# block 1

Fig. 1: block 1, placement by cell class
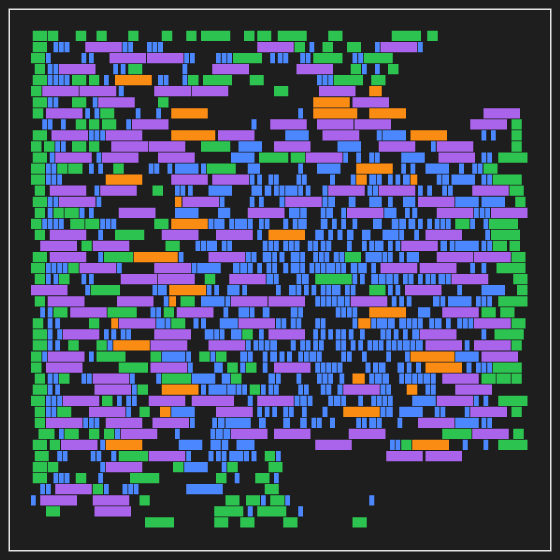
Fig. 2: block 1, routed metal per tile
Scale bar: 50 µm. 27 x 27 tiles, from dark blue (low) to red (high), scaled to the fullest tile. Values are wire area over tile area, all layers added.
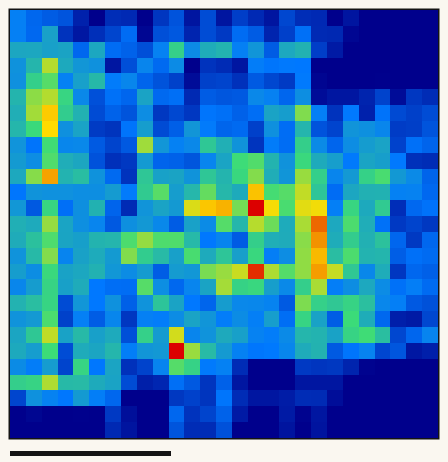
<file path="src/rtl/rv32i_fetch.sv">
`default_nettype none
`timescale 1ns/1ps
// ============================================================================
// rv32i_fetch : instruction fetch stage -- PC, req/ack memory reads, {instr,pc}
//               output buffer to decode, redirect flush.
// Option     : RV32I_FETCH_SKID_EN selects a 2-entry buffer (else 1 entry).
// Revision   : 1.0
// ============================================================================
module rv32i_fetch #(
  parameter int              XLEN         = 32,
  parameter int              ILEN         = 32,
  parameter logic [XLEN-1:0] RESET_VECTOR = '0
) (
  input  logic            clk_i,
  input  logic            rst_n_i,
  output logic            mem_req_o,
  output logic [XLEN-1:0] mem_addr_o,
  input  logic            mem_ack_i,
  input  logic [ILEN-1:0] mem_data_i,
  input  logic            redirect_i,
  input  logic [XLEN-1:0] redirect_pc_i,
  input  logic            decode_ready_i,
  output logic [ILEN-1:0] instruction_o,
  output logic [XLEN-1:0] pc_data_o,
  output logic            data_ready_o,
  output logic            clear_o
);

`ifdef RV32I_FETCH_SKID_EN
  localparam int DEPTH = 2;
`else
  localparam int DEPTH = 1;
`endif
  localparam int CW = $clog2(DEPTH + 1);

  typedef enum logic [1:0] {
    ST_REQUEST  = 2'd0,
    ST_WAIT_ACK = 2'd1,
    ST_DISCARD  = 2'd2
  } state_t;

  state_t          state_q, state_d;
  logic [XLEN-1:0] fetch_pc_q, fetch_pc_d;
  logic [XLEN-1:0] req_addr_q, req_addr_d;
  logic [CW-1:0]   count_q, count_d;
  logic [ILEN-1:0] instr_q [DEPTH];
  logic [ILEN-1:0] instr_d [DEPTH];
  logic [XLEN-1:0] pc_q [DEPTH];
  logic [XLEN-1:0] pc_d [DEPTH];

  logic            pop;
  logic            push;
  logic [CW-1:0]   cnt_after_pop;
  logic            unused_redirect_lsbs;

  assign unused_redirect_lsbs = ^redirect_pc_i[1:0];

  assign data_ready_o  = (count_q != '0);
  assign instruction_o = instr_q[0];
  assign pc_data_o     = pc_q[0];
  assign clear_o       = redirect_i;

  assign pop           = data_ready_o && decode_ready_i;
  assign cnt_after_pop = count_q - CW'(pop);

  // Credit only gates a fresh request; an issued request is held until acked.
  assign mem_req_o  = (state_q != ST_REQUEST) || (cnt_after_pop < CW'(DEPTH));
  assign mem_addr_o = (state_q == ST_REQUEST) ? fetch_pc_q : req_addr_q;
  assign push       = mem_req_o && mem_ack_i && (state_q != ST_DISCARD) && !redirect_i;

  always_comb begin
    state_d    = state_q;
    fetch_pc_d = fetch_pc_q;
    req_addr_d = mem_addr_o;
    count_d    = count_q;
    instr_d    = instr_q;
    pc_d       = pc_q;

    if (redirect_i) begin
      count_d    = '0;
      fetch_pc_d = {redirect_pc_i[XLEN-1:2], 2'b00};
      state_d    = (mem_req_o && !mem_ack_i) ? ST_DISCARD : ST_REQUEST;
    end else begin
`ifdef RV32I_FETCH_SKID_EN
      if (pop) begin
        instr_d[0] = instr_q[1];
        pc_d[0]    = pc_q[1];
      end
`endif
      for (int i = 0; i < DEPTH; i++) begin
        if (push && (cnt_after_pop == CW'(i))) begin
          instr_d[i] = mem_data_i;
          pc_d[i]    = mem_addr_o;
        end
      end
      if (push) begin
        fetch_pc_d = fetch_pc_q + XLEN'(4);
      end
      count_d = cnt_after_pop + CW'(push);

      case (state_q)
        ST_REQUEST:  if (mem_req_o && !mem_ack_i) state_d = ST_WAIT_ACK;
        ST_WAIT_ACK: if (mem_ack_i) state_d = ST_REQUEST;
        ST_DISCARD:  if (mem_ack_i) state_d = ST_REQUEST;
        default:     state_d = ST_REQUEST;
      endcase
    end
  end

  always_ff @(posedge clk_i or negedge rst_n_i) begin
    if (!rst_n_i) begin
      state_q    <= ST_REQUEST;
      fetch_pc_q <= RESET_VECTOR;
      req_addr_q <= RESET_VECTOR;
      count_q    <= '0;
      for (int i = 0; i < DEPTH; i++) begin
        instr_q[i] <= '0;
        pc_q[i]    <= '0;
      end
    end else begin
      state_q    <= state_d;
      fetch_pc_q <= fetch_pc_d;
      req_addr_q <= req_addr_d;
      count_q    <= count_d;
      instr_q    <= instr_d;
      pc_q       <= pc_d;
    end
  end

endmodule
`default_nettype wire

</file>
<file path="config.mk">
export PLATFORM = sky130hd
export DESIGN_NAME = rv32i_fetch
export DESIGN_NICKNAME = d
export VERILOG_FILES = /design/src/rtl/rv32i_fetch.sv
export SDC_FILE = /design/constraint.sdc
export NUM_CORES = 1
export LEC_CHECK = 0
export ABC_AREA = 1
export CAP_MARGIN = 20
export CORE_MARGIN = 5
export CORE_UTILIZATION = 40
export DETAILED_ROUTE_END_ITERATION = 7
export PLACE_DENSITY = 0.76
export SETUP_SLACK_MARGIN = 0.05
export SLEW_MARGIN = 20
export SYNTH_ARGS = -nofsm -noshare
export SYNTH_HDL_FRONTEND = slang
export SYNTH_SLANG_ARGS = --single-unit
</file>
<file path="constraint.sdc">
create_clock -name clk_i -period 2.6 [get_ports clk_i]
set_clock_uncertainty 0.2 [all_clocks]
set_input_delay 0.39 -clock clk_i [delete_from_list [all_inputs] [get_ports clk_i]]
set_output_delay 0.39 -clock clk_i [all_outputs]
set_load 0.1 [all_outputs]
</file>
==> reports/metrics.cfg <==
[outcome]
status = completed

[clocking]
cts_sinks = 129
cts_buffer_depth = 2

[synth]
ys_seq_frac = 0.535
ys_cells = 790
ys_sh_adder = 0.00829

[routing]
drc = 0
top_layer_used = met4

[pwr]
p_seq_mw = 2.69
power.internal_mw = 5.22

[final_timing]
rsz0062_at_grt = false

[setup_path]
worstPathArrival_ns = 1.90

[placement]
portBuffers = 165

[final_layout]
lay_top_cells = nand2_1 (390), dfrtp_1 (128), buf_4 (81), clkdlybuf4s50_1 (65), inv_1 (63)

[die]
fp.dieW_um = 133

Notes on Fig. 1 above:
Key: all other logic = blue [cells 631]; clock drivers and dummy loads = orange [cells 31]; flip-flops = purple [cells 129]; other buffers and delay cells = green [cells 185]
flop share of the area: 0.356
Layout Utilization: 0.607
cell area after layout: 9080 µm²
row count: 45

Notes on Fig. 2 above:
14% of the tiles are nearly empty. The emptiest ninth of the die: upper right. The mean over all tiles is 0.17. The fullest tile reaches 0.64. 10% of the tiles are over half the peak.
GRT Overall Usage: 0.196
vias after detailed routing: 5627
DR WL/cell: 15.4 µm
WL final: 17.9 mm

cell type report:
type / instances / share of cell area
Multi-Input combinational cell: 563 / 0.301
Clock inverter: 14 / 0.0208
Clock buffer: 17 / 0.0468
Sequential cell: 129 / 0.356
Timing Repair Buffer: 185 / 0.221
Tap cell: 188 / 0.0259
Inverter: 68 / 0.0284
Yosys cell counts, drive strengths merged:
library cell / number
buf: 16
nor2: 57
ha: 4
a31oi: 3
nand3b: 1
xnor2: 1
nand3: 36
o211ai: 7
dfrtp: 129
o21ai: 48
xor2: 9
a21oi: 2
clkbuf: 14
inv: 68
nand4: 1
nand2: 394
metrics by stage:
| step | setup slack, ns | hold WS (ns) | TNS [ns] | instance area, µm² | power, mW |
|---|---|---|---|---|---|
| after floorplan | -0.311 | -0.106 | -12.21 | 6120 | 6.04 |
| after global placement | 0.0730 | 0.185 | 0 | 8120 | 7.34 |
| after detailed placement | 0.00501 | 0.192 | 0 | 8120 | 7.39 |
| after CTS | -0.000243 | 0.282 | -0.000243 | 8780 | 9.93 |
| after global routing | 0.0434 | 0.297 | 0 | 9080 | 10.4 |
| final | 0.108 | 0.278 | 0 | 9080 | 10.1 |

# block 2

Fig. 3: block 2, local utilization
Scale bar: 20 µm. 11 x 11 tiles, from dark blue (low) to red (high), 0 to 100% covered.
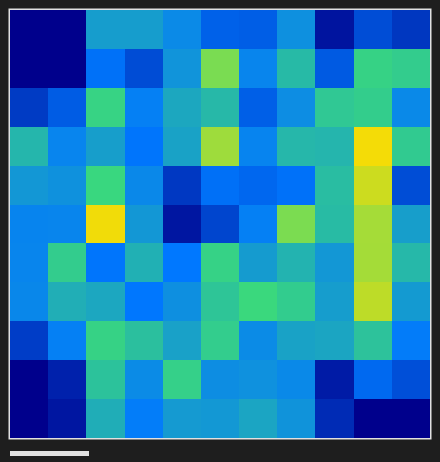
Fig. 4: block 2, routed metal per tile
Scale bar: 20 µm. 21 x 22 tiles, from dark blue (low) to red (high), scaled to the fullest tile. Values are wire area over tile area, all layers added.
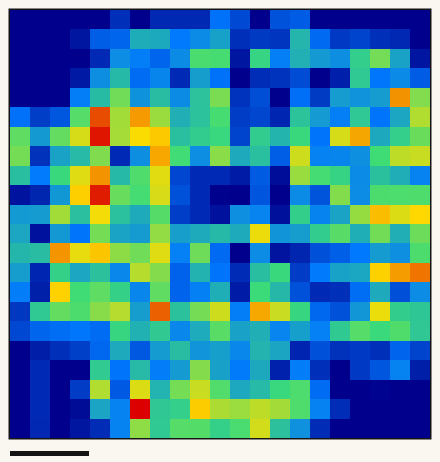
Fig. 5: block 2, drive-strength map
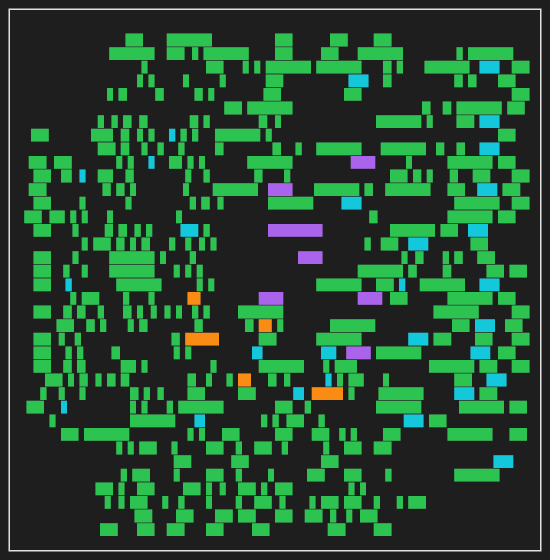
### config.mk
export PLATFORM = sky130hd
export DESIGN_NAME = ram_ctrl
export DESIGN_NICKNAME = d
export VERILOG_FILES = /design/src/rtl/ram_ctrl.sv
export SDC_FILE = /design/constraint.sdc
export NUM_CORES = 1
export LEC_CHECK = 0
export ABC_AREA = 1
export CELL_PAD_IN_SITES_DETAIL_PLACEMENT = 1
export CELL_PAD_IN_SITES_GLOBAL_PLACEMENT = 2
export CORE_AREA = 2 2 104 106
export CTS_CLUSTER_SIZE = 24
export DETAILED_ROUTE_END_ITERATION = 10
export DIE_AREA = 0 0 106 108
export PLACE_DENSITY_LB_ADDON = 0.3
export SLEW_MARGIN = 20
export SYNTH_ARGS = -nofsm -noshare
export SYNTH_HDL_FRONTEND = slang
export SYNTH_SLANG_ARGS = --single-unit
### constraint.sdc
create_clock -name clk -period 5.8 [get_ports clk]
set_clock_uncertainty 0.1 [all_clocks]
set_input_delay 0.87 -clock clk [delete_from_list [all_inputs] [get_ports clk]]
set_output_delay 0.87 -clock clk [all_outputs]
set_load 0.01 [all_outputs]
### src/rtl/ram_ctrl.sv
// ram_ctrl: arbiter/sequencer sharing a dual-port 256x8 RAM between
// instruction fetch (8-bit reads) and the load/store unit (8/16-bit,
// little-endian). Port 1 always carries the LSU byte address; port 2 carries
// either the fetch address or the LSU high byte (addr+1) for wide accesses.
// A starvation counter blocks the LSU for one cycle after STARVE_MAX
// consecutive fetch deferrals so fetch always makes progress.
module ram_ctrl #(
   parameter int ADDR_W     = 8,
   parameter int DATA_W     = 8,
   parameter int STARVE_MAX = 3
) (
   input  logic                  clk,
   input  logic                  rst,
   input  logic                  f_req_valid,
   input  logic [ADDR_W-1:0]     f_req_addr,
   output logic                  f_req_ready,
   output logic                  f_rsp_valid,
   output logic [DATA_W-1:0]     f_rsp_data,
   input  logic                  l_req_valid,
   input  logic                  l_req_we,
   input  logic                  l_req_wide,
   input  logic [ADDR_W-1:0]     l_req_addr,
   input  logic [2*DATA_W-1:0]   l_req_wdata,
   output logic                  l_req_ready,
   output logic                  l_rsp_valid,
   output logic [2*DATA_W-1:0]   l_rsp_data,
   output logic                  ram_en,
   output logic [ADDR_W-1:0]     ram_addr_1,
   output logic [ADDR_W-1:0]     ram_addr_2,
   output logic [DATA_W-1:0]     ram_wdata_1,
   output logic [DATA_W-1:0]     ram_wdata_2,
   output logic                  ram_rw_1,
   output logic                  ram_rw_2,
   input  logic [DATA_W-1:0]     ram_rdata_1,
   input  logic [DATA_W-1:0]     ram_rdata_2
);

   localparam int CNT_W = (STARVE_MAX < 1) ? 1 : $clog2(STARVE_MAX + 1);
   localparam logic [CNT_W-1:0] STARVE_LIM = CNT_W'(STARVE_MAX);

   logic [CNT_W-1:0]    starve_q, starve_d;
   logic [ADDR_W-1:0]   addr1_q, addr2_q;
   logic                f_pend_q, l_pend_q, l_wide_q;
   logic [DATA_W-1:0]   f_data_q, f_data_d;
   logic [2*DATA_W-1:0] l_data_q, l_data_d;

   logic                l_acc, f_acc, hazard;
   logic [ADDR_W-1:0]   l_addr_hi;

   // Arbitration: LSU wins unless fetch has been starved; fetch shares the
   // cycle unless port 2 is taken by a wide access or a same-byte write.
   always_comb begin
      l_acc     = 1'b0;
      f_acc     = 1'b0;
      hazard    = 1'b0;
      l_addr_hi = l_req_addr + ADDR_W'(1);
      starve_d  = starve_q;
      l_acc  = !rst && l_req_valid && (starve_q != STARVE_LIM);
      hazard = l_acc && (l_req_wide ||
               (l_req_we && ((l_req_addr == f_req_addr) ||
                             (l_req_wide && (l_addr_hi == f_req_addr)))));
      f_acc  = !rst && f_req_valid && !hazard;
      if (!f_req_valid || f_acc)
         starve_d = '0;
      else if (starve_q != STARVE_LIM)
         starve_d = starve_q + CNT_W'(1);
   end

   // RAM port drive; an idle port reads with its previous address held.
   always_comb begin
      ram_en      = l_acc || f_acc;
      ram_addr_1  = addr1_q;
      ram_rw_1    = 1'b0;
      ram_wdata_1 = '0;
      ram_addr_2  = addr2_q;
      ram_rw_2    = 1'b0;
      ram_wdata_2 = '0;
      if (l_acc) begin
         ram_addr_1  = l_req_addr;
         ram_rw_1    = l_req_we;
         ram_wdata_1 = l_req_we ? l_req_wdata[DATA_W-1:0] : '0;
      end
      if (l_acc && l_req_wide) begin
         ram_addr_2  = l_addr_hi;
         ram_rw_2    = l_req_we;
         ram_wdata_2 = l_req_we ? l_req_wdata[2*DATA_W-1:DATA_W] : '0;
      end else if (f_acc) begin
         ram_addr_2  = f_req_addr;
      end
   end

   // Response path: RAM read data is only valid in the cycle after issue, so
   // it is passed straight through then and captured to hold afterwards.
   always_comb begin
      f_req_ready = f_acc;
      l_req_ready = l_acc;
      f_rsp_valid = f_pend_q;
      l_rsp_valid = l_pend_q;
      f_data_d    = f_pend_q ? ram_rdata_2 : f_data_q;
      l_data_d    = l_data_q;
      if (l_pend_q)
         l_data_d = {(l_wide_q ? ram_rdata_2 : {DATA_W{1'b0}}), ram_rdata_1};
      f_rsp_data  = f_data_d;
      l_rsp_data  = l_data_d;
   end

   // State: starvation counter, held port addresses, pending reads, rsp data.
   always_ff @(posedge clk or posedge rst) begin
      if (rst) begin
         starve_q <= '0;
         addr1_q  <= '0;
         addr2_q  <= '0;
         f_pend_q <= 1'b0;
         l_pend_q <= 1'b0;
         l_wide_q <= 1'b0;
         f_data_q <= '0;
         l_data_q <= '0;
      end else begin
         starve_q <= starve_d;
         addr1_q  <= ram_addr_1;
         addr2_q  <= ram_addr_2;
         f_pend_q <= f_acc;
         l_pend_q <= l_acc && !l_req_we;
         l_wide_q <= l_acc && l_req_wide;
         f_data_q <= f_data_d;
         l_data_q <= l_data_d;
      end
   end

endmodule
==> reports/metrics.cfg <==
[outcome]
status = completed

[pwr]
pwr-share-clk = 0.279
netSwitchingFraction = 0.278
power.total_uw = 902

[die]
die_y_um = 108
row_count = 37

[clocking]
hold_buffers = 0
postCtsSetupBuffers = 0
cts_buffer_depth = 2
numCtsBuffers = 5

[final_timing]
final-hold-violation-count = 0
max_freq_mhz = 231

[setup_path]
reg2reg_to = addr2_q[7]$_DFF_PP0_
cp_slowest_cell = clkdlybuf4s50_1
r2r-start = starve_q[0]$_DFFE_PP0P_

[placement]
hpwl_mm = 6.02
portBuffers = 116

[final_layout]
largestClassByArea = buffers
design_area_um2 = 3750

[run]
cap_violations = 0

## Picture notes: Fig. 3
The mean over all tiles is 31%. The fullest tile reaches 74%. The emptiest ninth of the die: upper left. 6.6% of the tiles are nearly empty. The densest ninth of the die: middle right.
Floorplan Utilization: 0.228
CORE AREA: 10200 µm²
Layout Utilization: 0.367

## Picture notes: Fig. 4
The mean over all tiles is 0.10. 13% of the tiles are nearly empty. 24% of the tiles are over half the peak. The fullest tile reaches 0.32. The emptiest ninth of the die: lower right.
GRT Overall Usage: 0.136
DR WL/cell: 13.9 µm

## Picture notes: Fig. 5
Key: drive 3 to 4 = orange [cells 5, share 1.2%, most used buf_4]; drive 1 or less = green [cells 366, share 90%, most used clkdlybuf4s50_1]; drive 6 and up = purple [cells 7, share 1.7%, most used clkbuf_8]; drive 2 = cyan [cells 28, share 6.9%, most used mux2_2]
bufs w/o clock: 118
Final WS setup: 1.48 ns

-- power by group through the flow --
stage	sequential (mW)	clock, mW	combinational, mW
6_report	0.373	0.251	0.278
5_1_grt	0.379	0.280	0.306
4_1_cts	0.374	0.263	0.285
3_5_place_dp	0.380	0	0.283
3_3_place_gp	0.378	0	0.280
2_1_floorplan	0.373	0	0.125
-- cell families after synthesis --
group,after synthesis
xor gates and xnor gates,4
AOI/OAI and AO/OA,24
buffers and inverters,54
adders and majority gates,2
muxes,16
DFF,45
and+or+nand+nor,146
-- sequential cells by signal (all words and copies together), names as in the netlist --
register	count
l_data_q	16
addr1_q	8
addr2_q	8
f_data_q	8
starve_q	2
f_rsp_valid	1
l_rsp_valid	1
l_wide_q	1
-- Yosys cell counts (all sizes together) --
cell type / n
xor2: 3
xnor2: 1
buf: 5
a21oi: 2
inv: 43
o21ai: 20
nand2: 82
nand4: 1
clkbuf: 6
ha: 2
mux2: 16
dfrtp: 45
nand3: 32
o21bai: 1
o31ai: 1
nor2: 29
nor3: 2
-- per-layer routing --
metal	GRT usage	part of all wire	vias up
li1	-	-	1129
met1	0.177	0.47	1081
met2	0.235	0.48	66
met3	0.0277	0.047	5
met4	0.0254	0.0058	0
met5	0	0	-

# block 3

Fig. 6: block 3, placement by cell class
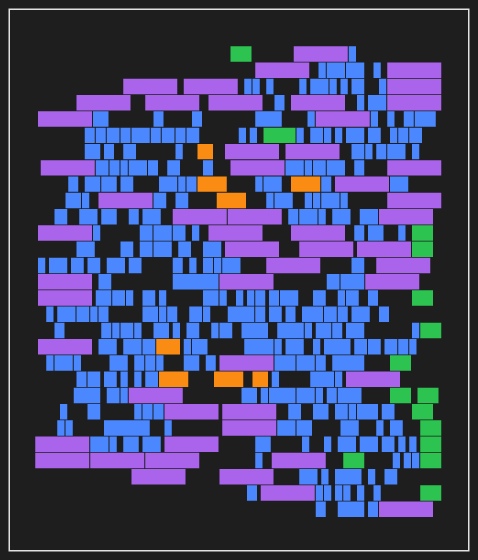
Fig. 7: block 3, routed metal per tile
Scale bar: 20 µm. 15 x 18 tiles, from dark blue (low) to red (high), scaled to the fullest tile. Values are wire area over tile area, all layers added.
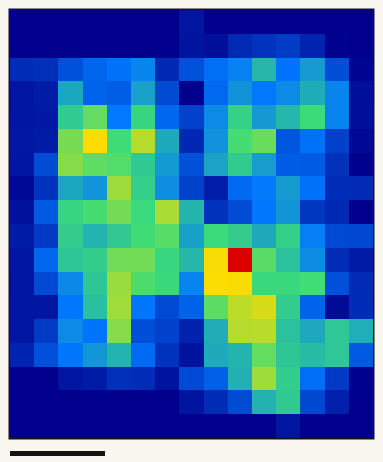
**src/rtl/morse_symbol_player_pkg.sv**
```systemverilog
// rtl/morse_symbol_player_pkg.sv - shared types, unit counts and select decoders
//
// Purpose: symbol-code and FSM state enums, the unit-count constants behind the
// long/short/space selects, and the decode functions that map a select value to
// a 5-bit unit count.
// Ports: none (package).
package morse_pkg;

  typedef enum logic [1:0] {
    SYM_DOT  = 2'b00,
    SYM_DASH = 2'b01,
    SYM_LGAP = 2'b10,
    SYM_WGAP = 2'b11
  } sym_code_t;

  typedef enum logic [1:0] {
    ST_IDLE  = 2'b00,
    ST_TONE  = 2'b01,
    ST_SPACE = 2'b10
  } state_t;

  localparam logic [4:0] LONG_U_A  = 5'd5;
  localparam logic [4:0] LONG_U_B  = 5'd8;
  localparam logic [4:0] LONG_U_C  = 5'd10;
  localparam logic [4:0] SHORT_U_A = 5'd1;
  localparam logic [4:0] SHORT_U_B = 5'd3;
  localparam logic [4:0] SHORT_U_C = 5'd4;
  localparam logic [4:0] SPACE_U_A = 5'd3;
  localparam logic [4:0] SPACE_U_B = 5'd5;

  // Select code 00 is not a legal controller output; it decodes like 01.
  function automatic logic [4:0] long_units(input logic [1:0] sel);
    case (sel)
      2'b10:   return LONG_U_B;
      2'b11:   return LONG_U_C;
      default: return LONG_U_A;
    endcase
  endfunction

  function automatic logic [4:0] short_units(input logic [1:0] sel);
    case (sel)
      2'b10:   return SHORT_U_B;
      2'b11:   return SHORT_U_C;
      default: return SHORT_U_A;
    endcase
  endfunction

  function automatic logic [4:0] space_units(input logic sel);
    return sel ? SPACE_U_B : SPACE_U_A;
  endfunction

endpackage

```
**src/rtl/morse_symbol_player_if.sv**
```systemverilog
// rtl/morse_symbol_player_if.sv - symbol request handshake between sequencer and player
//
// Purpose: groups the symbol valid/ready handshake and the completion pulse.
// Signals: sym_valid, sym_code (sequencer -> player);
//          sym_ready, sym_done (player -> sequencer).
// Modports: master = sequencer side, slave = player side.
interface morse_symbol_player_if;
  logic       sym_valid;
  logic [1:0] sym_code;
  logic       sym_ready;
  logic       sym_done;

  modport master (
    output sym_valid,
    output sym_code,
    input  sym_ready,
    input  sym_done
  );

  modport slave (
    input  sym_valid,
    input  sym_code,
    output sym_ready,
    output sym_done
  );
endinterface

```
**src/rtl/morse_symbol_player_unit_tick_gen.sv**
```systemverilog
// rtl/morse_symbol_player_unit_tick_gen.sv - time-unit divider with synchronous clear
//
// Purpose: counts TICK_DIV clock cycles and flags the last cycle of each unit.
// Ports: clk, rst (async, active-high), clear (restart the unit on the next
//        cycle), tick (high during the final cycle of every unit).
module unit_tick_gen #(
  parameter int TICK_DIV = 20_000_000
) (
  input  logic clk,
  input  logic rst,
  input  logic clear,
  output logic tick
);

  localparam int W = $clog2(TICK_DIV);
  localparam logic [W-1:0] LAST = W'(TICK_DIV - 1);
  localparam logic [W-1:0] ONE  = W'(1);

  logic [W-1:0] cnt;

  always_ff @(posedge clk or posedge rst) begin
    if (rst) begin
      cnt <= '0;
    end else if (clear || cnt == LAST) begin
      cnt <= '0;
    end else begin
      cnt <= cnt + ONE;
    end
  end

  assign tick = (cnt == LAST);

endmodule

```
**src/rtl/morse_symbol_player.sv**
```systemverilog
// rtl/morse_symbol_player.sv - plays one Morse symbol at a time on a buzzer
//
// Purpose: accepts dot/dash/letter-gap/word-gap symbols, plays N units of gated
// square wave followed by S units of silence, then pulses sym_done.
// Ports: clk, rst (async, active-high); long_sel, short_sel, space_sel (duration
//        selects, latched on accept); stop (sync abort); sym (slave handshake:
//        sym_valid, sym_code, sym_ready, sym_done); busy; buzzer.
module morse_symbol_player
  import morse_pkg::*;
#(
  parameter int TICK_DIV = 20_000_000,
  parameter int TONE_DIV = 25_000
) (
  input  logic                        clk,
  input  logic                        rst,
  input  logic [1:0]                  long_sel,
  input  logic [1:0]                  short_sel,
  input  logic                        space_sel,
  input  logic                        stop,
  morse_symbol_player_if.slave        sym,
  output logic                        busy,
  output logic                        buzzer
);

  localparam int TW = (TONE_DIV > 1) ? $clog2(TONE_DIV) : 1;
  localparam logic [TW-1:0] TONE_LAST = TW'(TONE_DIV - 1);
  localparam logic [TW-1:0] TONE_ONE  = TW'(1);

  state_t      state, state_next;
  sym_code_t   code_in;
  logic        tick, unit_last, done_next, div_clear;
  logic [4:0]  units, space_len;
  logic [4:0]  tone_units_in, space_units_in, space_base;
  logic [TW-1:0] tone_cnt;

  // Durations for the symbol being offered, captured only on accept.
  always_comb begin
    code_in        = sym_code_t'(sym.sym_code);
    space_base     = space_units(space_sel);
    tone_units_in  = (code_in == SYM_DASH) ? long_units(long_sel) : short_units(short_sel);
    space_units_in = (code_in == SYM_WGAP) ? {space_base[3:0], 1'b0} : space_base;
  end

  assign sym.sym_ready = (state == ST_IDLE) && !stop;
  assign busy          = (state != ST_IDLE);

  // The last tick of the last unit ends the current phase.
  assign unit_last = tick && (units == 5'd1);

  always_ff @(posedge clk or posedge rst) begin
    if (rst) begin
      state <= ST_IDLE;
    end else begin
      state <= state_next;
    end
  end

  always_comb begin
    state_next = state;
    done_next  = 1'b0;
    if (stop) begin
      state_next = ST_IDLE;
    end else begin
      case (state)
        ST_IDLE: begin
          if (sym.sym_valid) begin
            state_next = (code_in == SYM_DOT || code_in == SYM_DASH) ? ST_TONE : ST_SPACE;
          end
        end
        ST_TONE: begin
          if (unit_last) state_next = ST_SPACE;
        end
        ST_SPACE: begin
          if (unit_last) begin
            state_next = ST_IDLE;
            done_next  = 1'b1;
          end
        end
        default: state_next = ST_IDLE;
      endcase
    end
  end

  // Restarting the divider on every state change keeps each phase an exact
  // multiple of TICK_DIV regardless of where the free-running count was.
  assign div_clear = (state_next != state);

  unit_tick_gen #(
    .TICK_DIV(TICK_DIV)
  ) u_tick (
    .clk  (clk),
    .rst  (rst),
    .clear(div_clear),
    .tick (tick)
  );

  always_ff @(posedge clk or posedge rst) begin
    if (rst) begin
      units        <= '0;
      space_len    <= '0;
      sym.sym_done <= 1'b0;
    end else begin
      sym.sym_done <= done_next;
      if (state == ST_IDLE) begin
        if (state_next != ST_IDLE) begin
          units     <= (state_next == ST_TONE) ? tone_units_in : space_units_in;
          space_len <= space_units_in;
        end
      end else if (state == ST_TONE && state_next == ST_SPACE) begin
        units <= space_len;
      end else if (tick && units != 5'd0) begin
        units <= units - 5'd1;
      end
    end
  end

  // Buzzer is registered off the next state so it is already high on the
  // first TONE cycle and already low on the first cycle after leaving TONE.
  always_ff @(posedge clk or posedge rst) begin
    if (rst) begin
      buzzer   <= 1'b0;
      tone_cnt <= '0;
    end else if (state_next == ST_TONE) begin
      if (state != ST_TONE) begin
        buzzer   <= 1'b1;
        tone_cnt <= '0;
      end else if (tone_cnt == TONE_LAST) begin
        buzzer   <= ~buzzer;
        tone_cnt <= '0;
      end else begin
        tone_cnt <= tone_cnt + TONE_ONE;
      end
    end else begin
      buzzer   <= 1'b0;
      tone_cnt <= '0;
    end
  end

endmodule

```
**src/flat_wrapper.sv**
```systemverilog
// flat-port wrapper written by rule: the top's interface ports become plain ports
module morse_symbol_player_flat import morse_pkg::*;
#(
  parameter int TICK_DIV = 20_000_000,
  parameter int TONE_DIV = 25_000
)
  (clk, rst, long_sel, short_sel, space_sel, stop, busy, buzzer, sym_sym_valid, sym_sym_code, sym_sym_ready, sym_sym_done);
  morse_symbol_player_if sym_i ();
  input  logic clk;
  input  logic rst;
  input  logic [1:0] long_sel;
  input  logic [1:0] short_sel;
  input  logic space_sel;
  input  logic stop;
  output logic busy;
  output logic buzzer;
  input wire logic [$bits(sym_i.sym_valid)-1:0] sym_sym_valid;
  input wire logic [$bits(sym_i.sym_code)-1:0] sym_sym_code;
  output wire logic [$bits(sym_i.sym_ready)-1:0] sym_sym_ready;
  output wire logic [$bits(sym_i.sym_done)-1:0] sym_sym_done;
  assign sym_i.sym_valid = sym_sym_valid;
  assign sym_i.sym_code = sym_sym_code;
  assign sym_sym_ready = sym_i.sym_ready;
  assign sym_sym_done = sym_i.sym_done;
  morse_symbol_player #(.TICK_DIV(TICK_DIV), .TONE_DIV(TONE_DIV)) u_core (.clk(clk), .rst(rst), .long_sel(long_sel), .short_sel(short_sel), .space_sel(space_sel), .stop(stop), .sym(sym_i), .busy(busy), .buzzer(buzzer));
endmodule
```
**config.mk**
```make
export PLATFORM = sky130hd
export DESIGN_NAME = morse_symbol_player_flat
export DESIGN_NICKNAME = d
export VERILOG_FILES = /design/src/rtl/morse_symbol_player_pkg.sv /design/src/rtl/morse_symbol_player_if.sv /design/src/rtl/morse_symbol_player_unit_tick_gen.sv /design/src/rtl/morse_symbol_player.sv /design/src/flat_wrapper.sv
export SDC_FILE = /design/constraint.sdc
export NUM_CORES = 1
export LEC_CHECK = 0
export CAP_MARGIN = 20
export CORE_ASPECT_RATIO = 1.2
export CORE_MARGIN = 4
export CORE_UTILIZATION = 55
export CTS_CLUSTER_SIZE = 25
export DETAILED_ROUTE_END_ITERATION = 12
export PLACE_DENSITY = 0.74
export SLEW_MARGIN = 20
export SYNTH_ARGS = -nofsm -noshare
export SYNTH_HDL_FRONTEND = slang
export SYNTH_HIERARCHICAL = 1
export SYNTH_SLANG_ARGS = --single-unit
```
**constraint.sdc**
```tcl
create_clock -name clk -period 5.8 [get_ports clk]
set_clock_uncertainty 0.2 [all_clocks]
set_input_delay 1.16 -clock clk [delete_from_list [all_inputs] [get_ports clk]]
set_output_delay 1.16 -clock clk [all_outputs]
set_load 0.005 [all_outputs]
```
==> reports/metrics.cfg <==
[outcome]
status = completed

[synth]
synth_nets = 361
yosysUniqueCellTypes = 59
ys_seq_frac = 0.427
ys_cells = 343
synth.top_cells.by_area = dfrtp_1 (43%), nor2_1 (5.6%), xnor2_1 (4.8%), nand2_1 (3.6%), ha_1 (2.8%)

[final_timing]
rsz0062_at_grt = false
final-hold-violation-count = 0
max_freq_mhz = 245

[worst_hold_path]
holdPathEnd = u_core/tone_cnt[0]$_DFF_PP0_

[die]
die_y_um = 90.3

[routing]
dr.pass1.iters = 4
postRouteAntennaNets = 0

[placement]
dp_slack_ns = 1.74

[setup_path]
cp-end-kind = register

[clocking]
cts_tree = built
hold_buffers = 0

[final_layout]
antenna_cells = 0

Notes on Fig. 6 above:
Key: all other logic = blue [cells 278]; other buffers and delay cells = green [cells 15]; clock drivers and dummy loads = orange [cells 8]; flip-flops = purple [cells 53]
CORE AREA: 5370 µm²
flop share of the area: 0.394
cell area after layout: 3370 µm²
row count: 29
Layout Utilization: 0.627

Notes on Fig. 7 above:
The mean over all tiles is 0.14. The fullest tile reaches 0.60. 20% of the tiles are nearly empty. The emptiest ninth of the die: lower left. 13% of the tiles are over half the peak. The densest ninth of the die: center.
vias after detailed routing: 2518
DR WL/cell: 15.3 µm
WL final: 6.38 mm

-- power breakdown --
| group | switching, mW | leakage (nW) | internal, mW |
|---|---|---|---|
| Combinational | 0.0779 | 0.558 | 0.0633 |
| Clock | 0.128 | 0.0423 | 0.0880 |
| Sequential | 0.0487 | 0.716 | 0.400 |
| Total | 0.255 | 1.32 | 0.551 |
-- sequential cells by signal, summed over array words and instances (netlist names) --
register / count
u_core/u_tick/cnt: 25
u_core/tone_cnt: 15
u_core/units: 5
u_core/space_len: 4
u_core/state: 2
u_core/buzzer: 1
u_core/sym.sym_done: 1
-- through the flow --
step | hold WS (ns) | cells
2_1_floorplan | 0.233 | 343
5_1_grt | 0.291 | 416
4_1_cts | 0.273 | 416
6_report | 0.271 | 416
3_5_place_dp | 0.261 | 408
3_3_place_gp | 0.258 | 407
-- logic make-up after synthesis --
group / share of synthesized area
buffers and inverters: 0.0415
xor gates and xnor gates: 0.0705
adders and majority gates: 0.0282
DFF: 0.427
and+or+nand+nor: 0.298
AOI/OAI and AO/OA: 0.124
muxes: 0.0105


## Gallery

Routing congestion.
shot_01.png
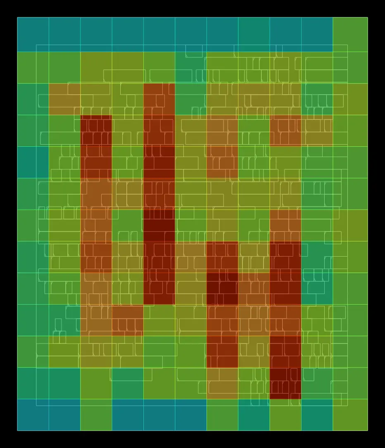
shot_02.png
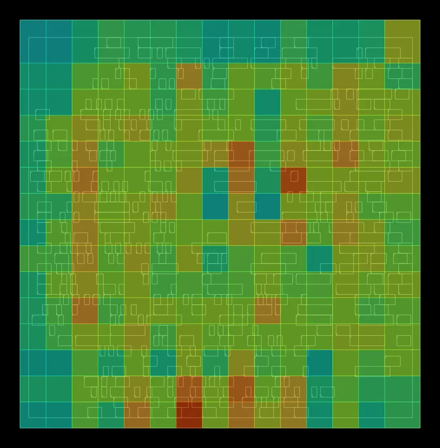
shot_03.png
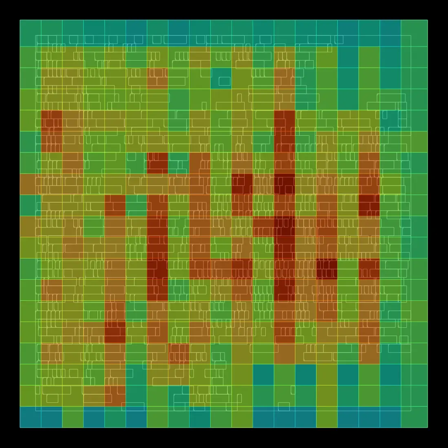
- shot_01.png = block 3
- shot_03.png = block 1
- shot_02.png = block 2

Power and IR drop assume default switching activity.
